==================== design 1
## src/rtl/win_sum_pkg.sv

```systemverilog
// Shared constants and helpers for the 1-D sliding-window summer.
// Imported by the per-channel datapath and the control top level.
package win_sum_pkg;

    localparam int DW_DEF      = 8;
    localparam int CH_DEF      = 1;
    localparam int KSZ_MAX_DEF = 7;
    localparam int OW_DEF      = DW_DEF + 3;

    function automatic int clog2(input int v);
        int r;
        int x;
        r = 0;
        x = v - 1;
        while (x > 0) begin
            r++;
            x = x >>> 1;
        end
        return r;
    endfunction

    function automatic int ch_lo(input int c, input int w);
        return c * w;
    endfunction

    // A zero window still passes the sample through; long windows saturate.
    function automatic int clamp_k(input int k, input int kmax);
        if (k == 0) begin
            return 1;
        end
        if (k > kmax) begin
            return kmax;
        end
        return k;
    endfunction

endpackage

```

## src/rtl/win_sum_ch.sv

```systemverilog
// One channel: sample delay line, window tap select, running
// accumulator and normalised output register.
module win_sum_ch
    import win_sum_pkg::*;
#(
    parameter int DW      = DW_DEF,
    parameter int KSZ_MAX = KSZ_MAX_DEF,
    parameter int KW      = clog2(KSZ_MAX + 1),
    parameter int OW      = OW_DEF,
    parameter int SHW     = clog2(OW)
) (
    input  logic           clk,
    input  logic           rst,
    input  logic [DW-1:0]  x,
    input  logic           x_valid,
    input  logic           line_start,
    input  logic           sub_en,
    input  logic [KW-1:0]  tap_sel,
    input  logic           out_en,
    input  logic [SHW-1:0] shift,
    output logic [OW-1:0]  y
);

    logic [DW-1:0] dl [KSZ_MAX];
    logic [DW-1:0] tap;
    logic [OW-1:0] acc;
    logic [OW-1:0] acc_nxt;

    always_comb begin
        tap = '0;
        for (int i = 0; i < KSZ_MAX; i++) begin
            if (int'(tap_sel) == i) begin
                tap = dl[i];
            end
        end
    end

    always_comb begin
        acc_nxt = (line_start ? '0 : acc) + OW'(x);
        if (sub_en) begin
            acc_nxt = acc_nxt - OW'(tap);
        end
    end

    // Stale taps are never selected before the line rewrites them.
    always_ff @(posedge clk) begin
        if (x_valid) begin
            dl[0] <= x;
            for (int i = 1; i < KSZ_MAX; i++) begin
                dl[i] <= dl[i-1];
            end
        end
    end

    always_ff @(posedge clk) begin
        if (rst) begin
            acc <= '0;
            y   <= '0;
        end else begin
            if (x_valid) begin
                acc <= acc_nxt;
            end
            if (out_en) begin
                y <= acc >> shift;
            end
        end
    end

endmodule

```

## src/rtl/win_sum_1d.sv

```systemverilog
// Multi-channel runtime-configurable 1-D sliding-window summer.
// Shared line control here; per-channel datapath in win_sum_ch.
module win_sum_1d
    import win_sum_pkg::*;
#(
    parameter int DW      = DW_DEF,
    parameter int CH      = CH_DEF,
    parameter int KSZ_MAX = KSZ_MAX_DEF,
    parameter int KW      = clog2(KSZ_MAX + 1),
    parameter int OW      = DW + 3,
    parameter int SHW     = clog2(OW)
) (
    input  logic              clk,
    input  logic              rst,
    input  logic [CH*DW-1:0]  din,
    input  logic              din_valid,
    input  logic [KW-1:0]     ksz,
    input  logic [SHW-1:0]    shift,
    output logic [CH*OW-1:0]  dout,
    output logic              dout_valid
);

    logic           v1;
    logic [KW-1:0]  k_lat;
    logic [KW-1:0]  cnt;
    logic [SHW-1:0] sh_lat;
    logic [KW-1:0]  k_in;
    logic [KW-1:0]  tap_sel;
    logic           start;
    logic           sub_en;

    always_comb begin
        k_in    = KW'(clamp_k(int'(ksz), KSZ_MAX));
        start   = din_valid && !v1;
        sub_en  = !start && (cnt >= k_lat);
        tap_sel = k_lat - KW'(1);
    end

    // v1 doubles as previous-cycle valid for line-start detection.
    always_ff @(posedge clk) begin
        if (rst) begin
            v1         <= 1'b0;
            dout_valid <= 1'b0;
            cnt        <= '0;
            k_lat      <= KW'(1);
            sh_lat     <= '0;
        end else begin
            v1         <= din_valid;
            dout_valid <= v1;
            if (start) begin
                k_lat  <= k_in;
                sh_lat <= shift;
                cnt    <= KW'(1);
            end else if (din_valid) begin
                cnt <= (cnt >= k_lat) ? k_lat : cnt + KW'(1);
            end
        end
    end

    for (genvar c = 0; c < CH; c++) begin : g_ch
        win_sum_ch #(
            .DW      (DW),
            .KSZ_MAX (KSZ_MAX),
            .KW      (KW),
            .OW      (OW),
            .SHW     (SHW)
        ) u_ch (
            .clk        (clk),
            .rst        (rst),
            .x          (din[ch_lo(c, DW) +: DW]),
            .x_valid    (din_valid),
            .line_start (start),
            .sub_en     (sub_en),
            .tap_sel    (tap_sel),
            .out_en     (v1),
            .shift      (sh_lat),
            .y          (dout[ch_lo(c, OW) +: OW])
        );
    end

endmodule

```

## config.mk

```make
export PLATFORM = sky130hd
export DESIGN_NAME = win_sum_1d
export DESIGN_NICKNAME = d
export VERILOG_FILES = /design/src/rtl/win_sum_pkg.sv /design/src/rtl/win_sum_ch.sv /design/src/rtl/win_sum_1d.sv
export SDC_FILE = /design/constraint.sdc
export NUM_CORES = 1
export LEC_CHECK = 0
export ABC_AREA = 1
export CAP_MARGIN = 20
export CORE_UTILIZATION = 40
export DETAILED_ROUTE_END_ITERATION = 16
export HOLD_SLACK_MARGIN = 0.15
export PLACE_DENSITY = 0.55
export RECOVER_POWER = 25
export SETUP_SLACK_MARGIN = 0.3
export SYNTH_ARGS = -nofsm -noshare
export SYNTH_HDL_FRONTEND = slang
export SYNTH_SLANG_ARGS = --single-unit
```

## constraint.sdc

```tcl
create_clock -name clk -period 4.5 [get_ports clk]
set_input_delay 0.9 -clock clk [delete_from_list [all_inputs] [get_ports clk]]
set_output_delay 0.9 -clock clk [all_outputs]
set_load 0.005 [all_outputs]
```

==================== design 2
==> src/rtl/sram_rd_responder.sv <==
// Arbitrates several read-port hosts onto one banked SRAM, one beat per cycle.
// Bursts lock to their owner until rlast; read data returns RD_LAT+1 cycles after acceptance.
module sram_rd_responder #(
    parameter int unsigned NUM_PORTS    = 2,
    parameter int unsigned BANK_CNT_LG2 = 2,
    parameter int unsigned DEPTH_LG2    = 10,
    parameter int unsigned DATA_WIDTH   = 256,
    parameter int unsigned RD_LAT       = 1
) (
    input  logic                                            clk,
    input  logic                                            rst_n,
    input  logic [NUM_PORTS-1:0]                            req_i,
    input  logic [NUM_PORTS-1:0][BANK_CNT_LG2-1:0]          rid_i,
    input  logic [NUM_PORTS-1:0][DEPTH_LG2-1:0]             addr_i,
    input  logic [NUM_PORTS-1:0]                            reb_i,
    input  logic [NUM_PORTS-1:0]                            rlast_i,
    output logic [NUM_PORTS-1:0]                            ack_o,
    output logic [NUM_PORTS-1:0][DATA_WIDTH-1:0]            rdata_o,
    output logic [NUM_PORTS-1:0]                            rvalid_o,
    output logic [(2**BANK_CNT_LG2)-1:0]                    mem_reb_o,
    output logic [DEPTH_LG2-1:0]                            mem_addr_o,
    input  logic [(2**BANK_CNT_LG2)-1:0][DATA_WIDTH-1:0]    mem_rdata_i
);

    localparam int unsigned PW = (NUM_PORTS > 1) ? $clog2(NUM_PORTS) : 1;

    typedef enum logic {S_IDLE, S_LOCKED} state_e;

    state_e                               state_q, state_d;
    logic [PW-1:0]                        owner_q, owner_d;
    logic [PW-1:0]                        rr_q, rr_d;
    logic [PW:0]                          cand;
    logic                                 hit_c;
    logic [PW-1:0]                        win_c;

    logic [RD_LAT-1:0]                    vld_q;
    logic [RD_LAT-1:0][PW-1:0]            pport_q;
    logic [RD_LAT-1:0][BANK_CNT_LG2-1:0]  prid_q;

    // Grant selection, SRAM strobe and next arbiter state, all combinational on the accept path.
    always_comb begin
        ack_o      = '0;
        mem_reb_o  = '1;
        mem_addr_o = '0;
        hit_c      = 1'b0;
        win_c      = '0;
        cand       = '0;
        state_d    = state_q;
        owner_d    = owner_q;
        rr_d       = rr_q;

        if (state_q == S_LOCKED) begin
            if (req_i[owner_q]) begin
                hit_c = 1'b1;
                win_c = owner_q;
            end
        end else begin
            for (int unsigned i = 0; i < NUM_PORTS; i++) begin
                cand = {1'b0, rr_q} + (PW+1)'(i);
                if (cand >= (PW+1)'(NUM_PORTS)) begin
                    cand = cand - (PW+1)'(NUM_PORTS);
                end
                if (!hit_c && req_i[cand[PW-1:0]]) begin
                    hit_c = 1'b1;
                    win_c = cand[PW-1:0];
                end
            end
        end

        if (hit_c) begin
            ack_o[win_c] = 1'b1;
            if (!reb_i[win_c]) begin
                mem_reb_o[rid_i[win_c]] = 1'b0;
                mem_addr_o              = addr_i[win_c];
            end
            // A single-beat burst never enters LOCKED.
            if (rlast_i[win_c]) begin
                state_d = S_IDLE;
                rr_d    = (win_c == PW'(NUM_PORTS - 1)) ? '0 : win_c + PW'(1);
            end else begin
                state_d = S_LOCKED;
                owner_d = win_c;
            end
        end
    end

    // Arbiter state, return pipeline and registered read-data outputs.
    always_ff @(posedge clk or negedge rst_n) begin
        if (!rst_n) begin
            state_q  <= S_IDLE;
            owner_q  <= '0;
            rr_q     <= '0;
            vld_q    <= '0;
            pport_q  <= '0;
            prid_q   <= '0;
            rvalid_o <= '0;
            rdata_o  <= '0;
        end else begin
            state_q    <= state_d;
            owner_q    <= owner_d;
            rr_q       <= rr_d;
            vld_q[0]   <= hit_c && !reb_i[win_c];
            pport_q[0] <= win_c;
            prid_q[0]  <= rid_i[win_c];
            for (int i = 1; i < int'(RD_LAT); i++) begin
                vld_q[i]   <= vld_q[i-1];
                pport_q[i] <= pport_q[i-1];
                prid_q[i]  <= prid_q[i-1];
            end
            rvalid_o <= '0;
            if (vld_q[RD_LAT-1]) begin
                rvalid_o[pport_q[RD_LAT-1]] <= 1'b1;
                rdata_o[pport_q[RD_LAT-1]]  <= mem_rdata_i[prid_q[RD_LAT-1]];
            end
        end
    end

endmodule
==> config.mk <==
export PLATFORM = sky130hd
export DESIGN_NAME = sram_rd_responder
export DESIGN_NICKNAME = d
export VERILOG_FILES = /design/src/rtl/sram_rd_responder.sv
export SDC_FILE = /design/constraint.sdc
export NUM_CORES = 1
export LEC_CHECK = 0
export ABC_AREA = 1
export ABC_CLOCK_PERIOD_IN_PS = 1700
export CORE_AREA = 2 2 623 625
export DETAILED_ROUTE_END_ITERATION = 8
export DIE_AREA = 0 0 625 627
export HOLD_SLACK_MARGIN = 0.12
export MAX_ROUTING_LAYER = met4
export PLACE_DENSITY = 0.3
export SETUP_SLACK_MARGIN = 0.15
export SYNTH_ARGS = -nofsm -noshare
export SYNTH_HDL_FRONTEND = slang
export SYNTH_SLANG_ARGS = --single-unit
==> constraint.sdc <==
create_clock -name clk -period 1.7 [get_ports clk]
set_input_delay 0.34 -clock clk [delete_from_list [all_inputs] [get_ports clk]]
set_output_delay 0.34 -clock clk [all_outputs]
set_load 0.02 [all_outputs]
Fig. 1: design 1, signal wires on met3
Drawn at 4 px/um.
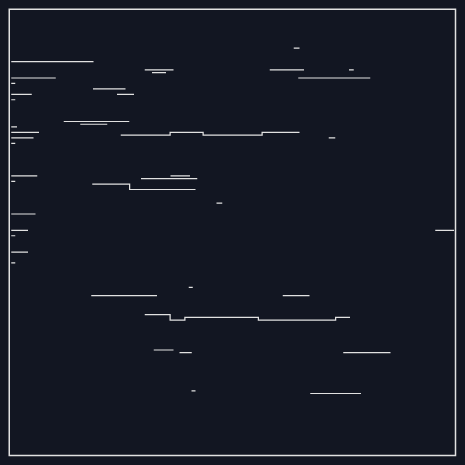
The layer holds 3.3% of the routed length. The layer carries 354 um of wire. The wires run mostly horizontal.

==> flow_summary.yaml, design 1 <==
# implementation run metrics
run_status:
  status: "finished clean"
floorplanning:
  core_um2: 11500
  dieArea_um2: 12400
layout:
  design_area_um2: 5460
  fillers: 1101
  nClkBuffers: 10
  largest_register: "g_ch.u_ch.dl"
  reg_top3: "g_ch.u_ch.dl (56), g_ch.u_ch.acc (11), g_ch.u_ch.y (11)"
  logic_gates: 362
  syn_to_final_growth_pct: 14.6
  largest_register_ffs: 56
  diodes: 0
  final_cell_mix: "nand2_1 (115), inv_1 (67), edfxtp_1 (56), o21ai_0 (45), a21oi_1 (42)"
synthesis:
  top_cells_by_count: "nand2_1 (115), inv_1 (67), edfxtp_1 (56)"
  enable_flop_cells: 56
  postSynthSeqShare: 0.495
  netlist.area_leader.share: 0.353
  synthTopLogicFamily: "simple AND/OR/NAND/NOR gates"
  synth.largest_area_cell: "edfxtp_1"
  syn_inst: 541
  ys_warn_count: 0
grt:
  track_usage: 0.187
  use_met2: 0.310
  grt_overflow_total: 0
route:
  first_pass_iters: 4
  drt-total-wl_um: 10800
  drc: 0
  top_layer_used: "met4"
  wl_met2_um: 5180
  drtIter0Drc: 267
  via_per_inst: 5.12
power_and_ir_drop:
  pwr-share-clk: 0.316
  power.group.top: "registers"
  p_seq_frac: 0.432
  ir_drop_mv: 0.163
  leakage_nw: 2.29
  power.density_nw_per_um2: 418
place:
  dp.cells: 702
  io_buffers: 29
  gp_congestion: 0.839
worst_setup_path:
  path_depth: 20
  max_stage_delay_ns: 0.50
  worstPathCellList: "clkdlybuf4s50_1 -> ha_1 -> inv_1 -> fa_1 -> nand3b_1 -> nand2_1 -> nand3_1 -> nand3_1 -> xnor2_1 -> inv_1 -> ha_1 -> a21oi_1 -> o21a_1 -> nand2_1 -> nand2_1 -> nand3_1 -> nand2_1 -> nand2_1 -> o21ai_0 -> inv_1"
  critPathKind: "input pin to flip-flop"
  crit_start: "din[0]"
  crit_required_ns: 4.74
  end_kind: "flip-flop"
  crit_path_frequent_cell: "nand2_1"
  reg2reg_depth: 21
  critPathBufInv: 4
  r2r_end: "g_ch[0].u_ch.acc[9]$_SDFFE_PP0P_"
cts:
  clkLatencyLatePin_ns: 0.34
  cts-root-buf: "clkbuf_16"
  cts-resized-gates: 0
  post_cts_buffers: 0
final_timing:
  report.final.slew_viol_count: 0
  skew_ns: 0.00672
min_path:
  worst_hold_path_type: "flip-flop to flip-flop"
  whs_endpoint: "g_ch[0].u_ch.dl[3][6]$_DFFE_PP_"
flow_run:
  drv_cap: 0
Fig. 2: design 2, signal wires on met3
Drawn at 1 px/um.
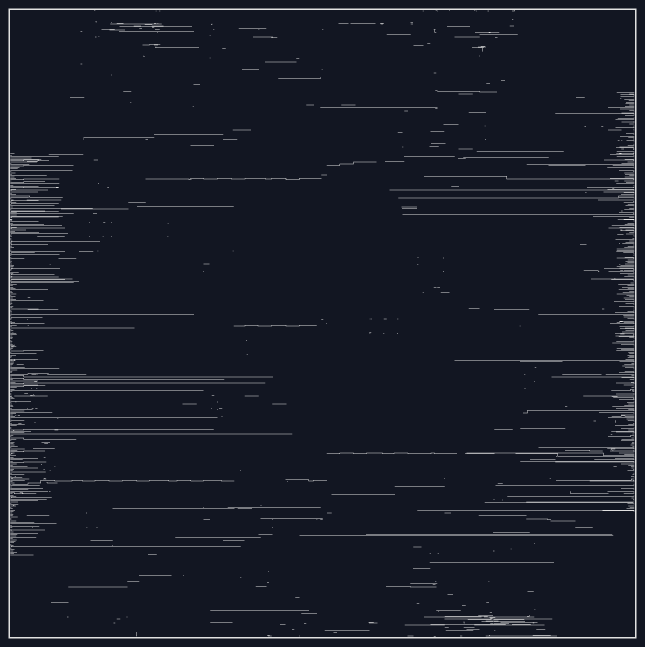
The wires run mostly horizontal. The longest straight run is 314 um. 790 nets have wire on it. The layer holds 6.2% of the routed length.

==> flow_summary.yaml, design 2 <==
# implementation run metrics
worst_setup_path:
  crit_required_ns: 1.36
run_status:
  violations: "negative setup slack"
  status: "finished, violations left"
layout:
  inv_count: 28
  comb_share: 0.299
power_and_ir_drop:
  powerSeq_mw: 25.0
  pg_clk_mw: 17.2
  p_seq_frac: 0.176
synthesis:
  mux_share: 0
  enable_flop_cells: 0
final_timing:
  setup_viol: 549
  setup_slack_ns: -0.937
floorplanning:
  die_h_um: 627
  initCoreUtil: 0.0700
route:
  first_pass_iters: 5

==> gallery <==
Routed clock nets over the placement.
Plate I
Drawn at 4 px/um.
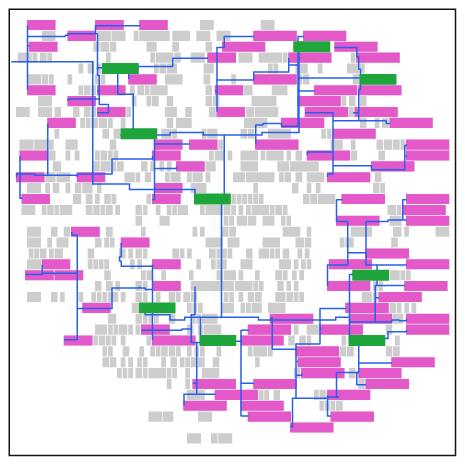
Plate II
Drawn at 1 px/um.
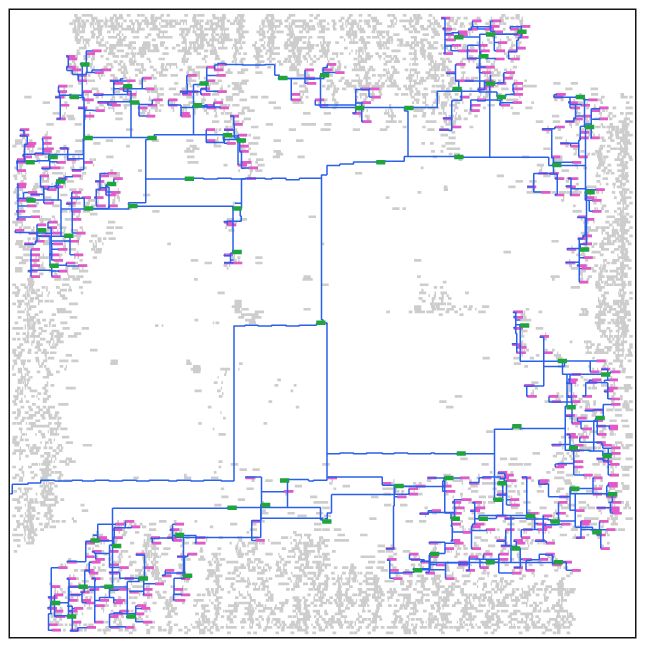
Plate I comes from design 1.
Plate II comes from design 2.



==> layout pictures side by side <==
Clock nets.
panel A
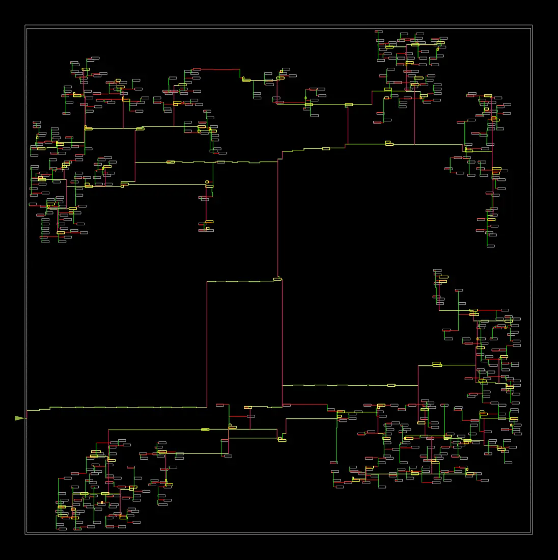
panel B
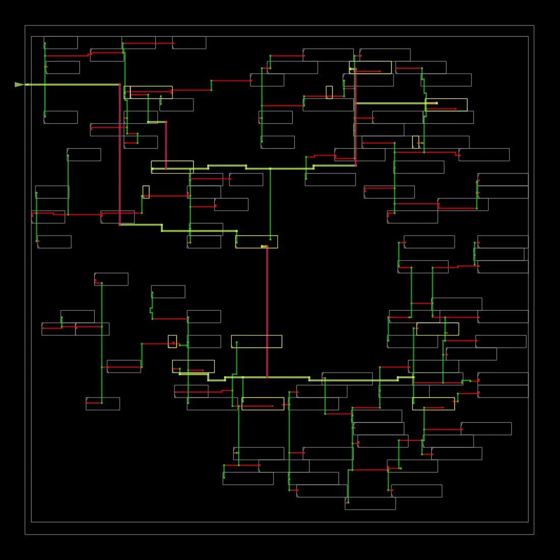
Panel A is design 2.
Panel B is design 1.
- most clock buffers: panel A
- most sequential cells: panel A

Power is estimated from default activity; no workload was simulated.
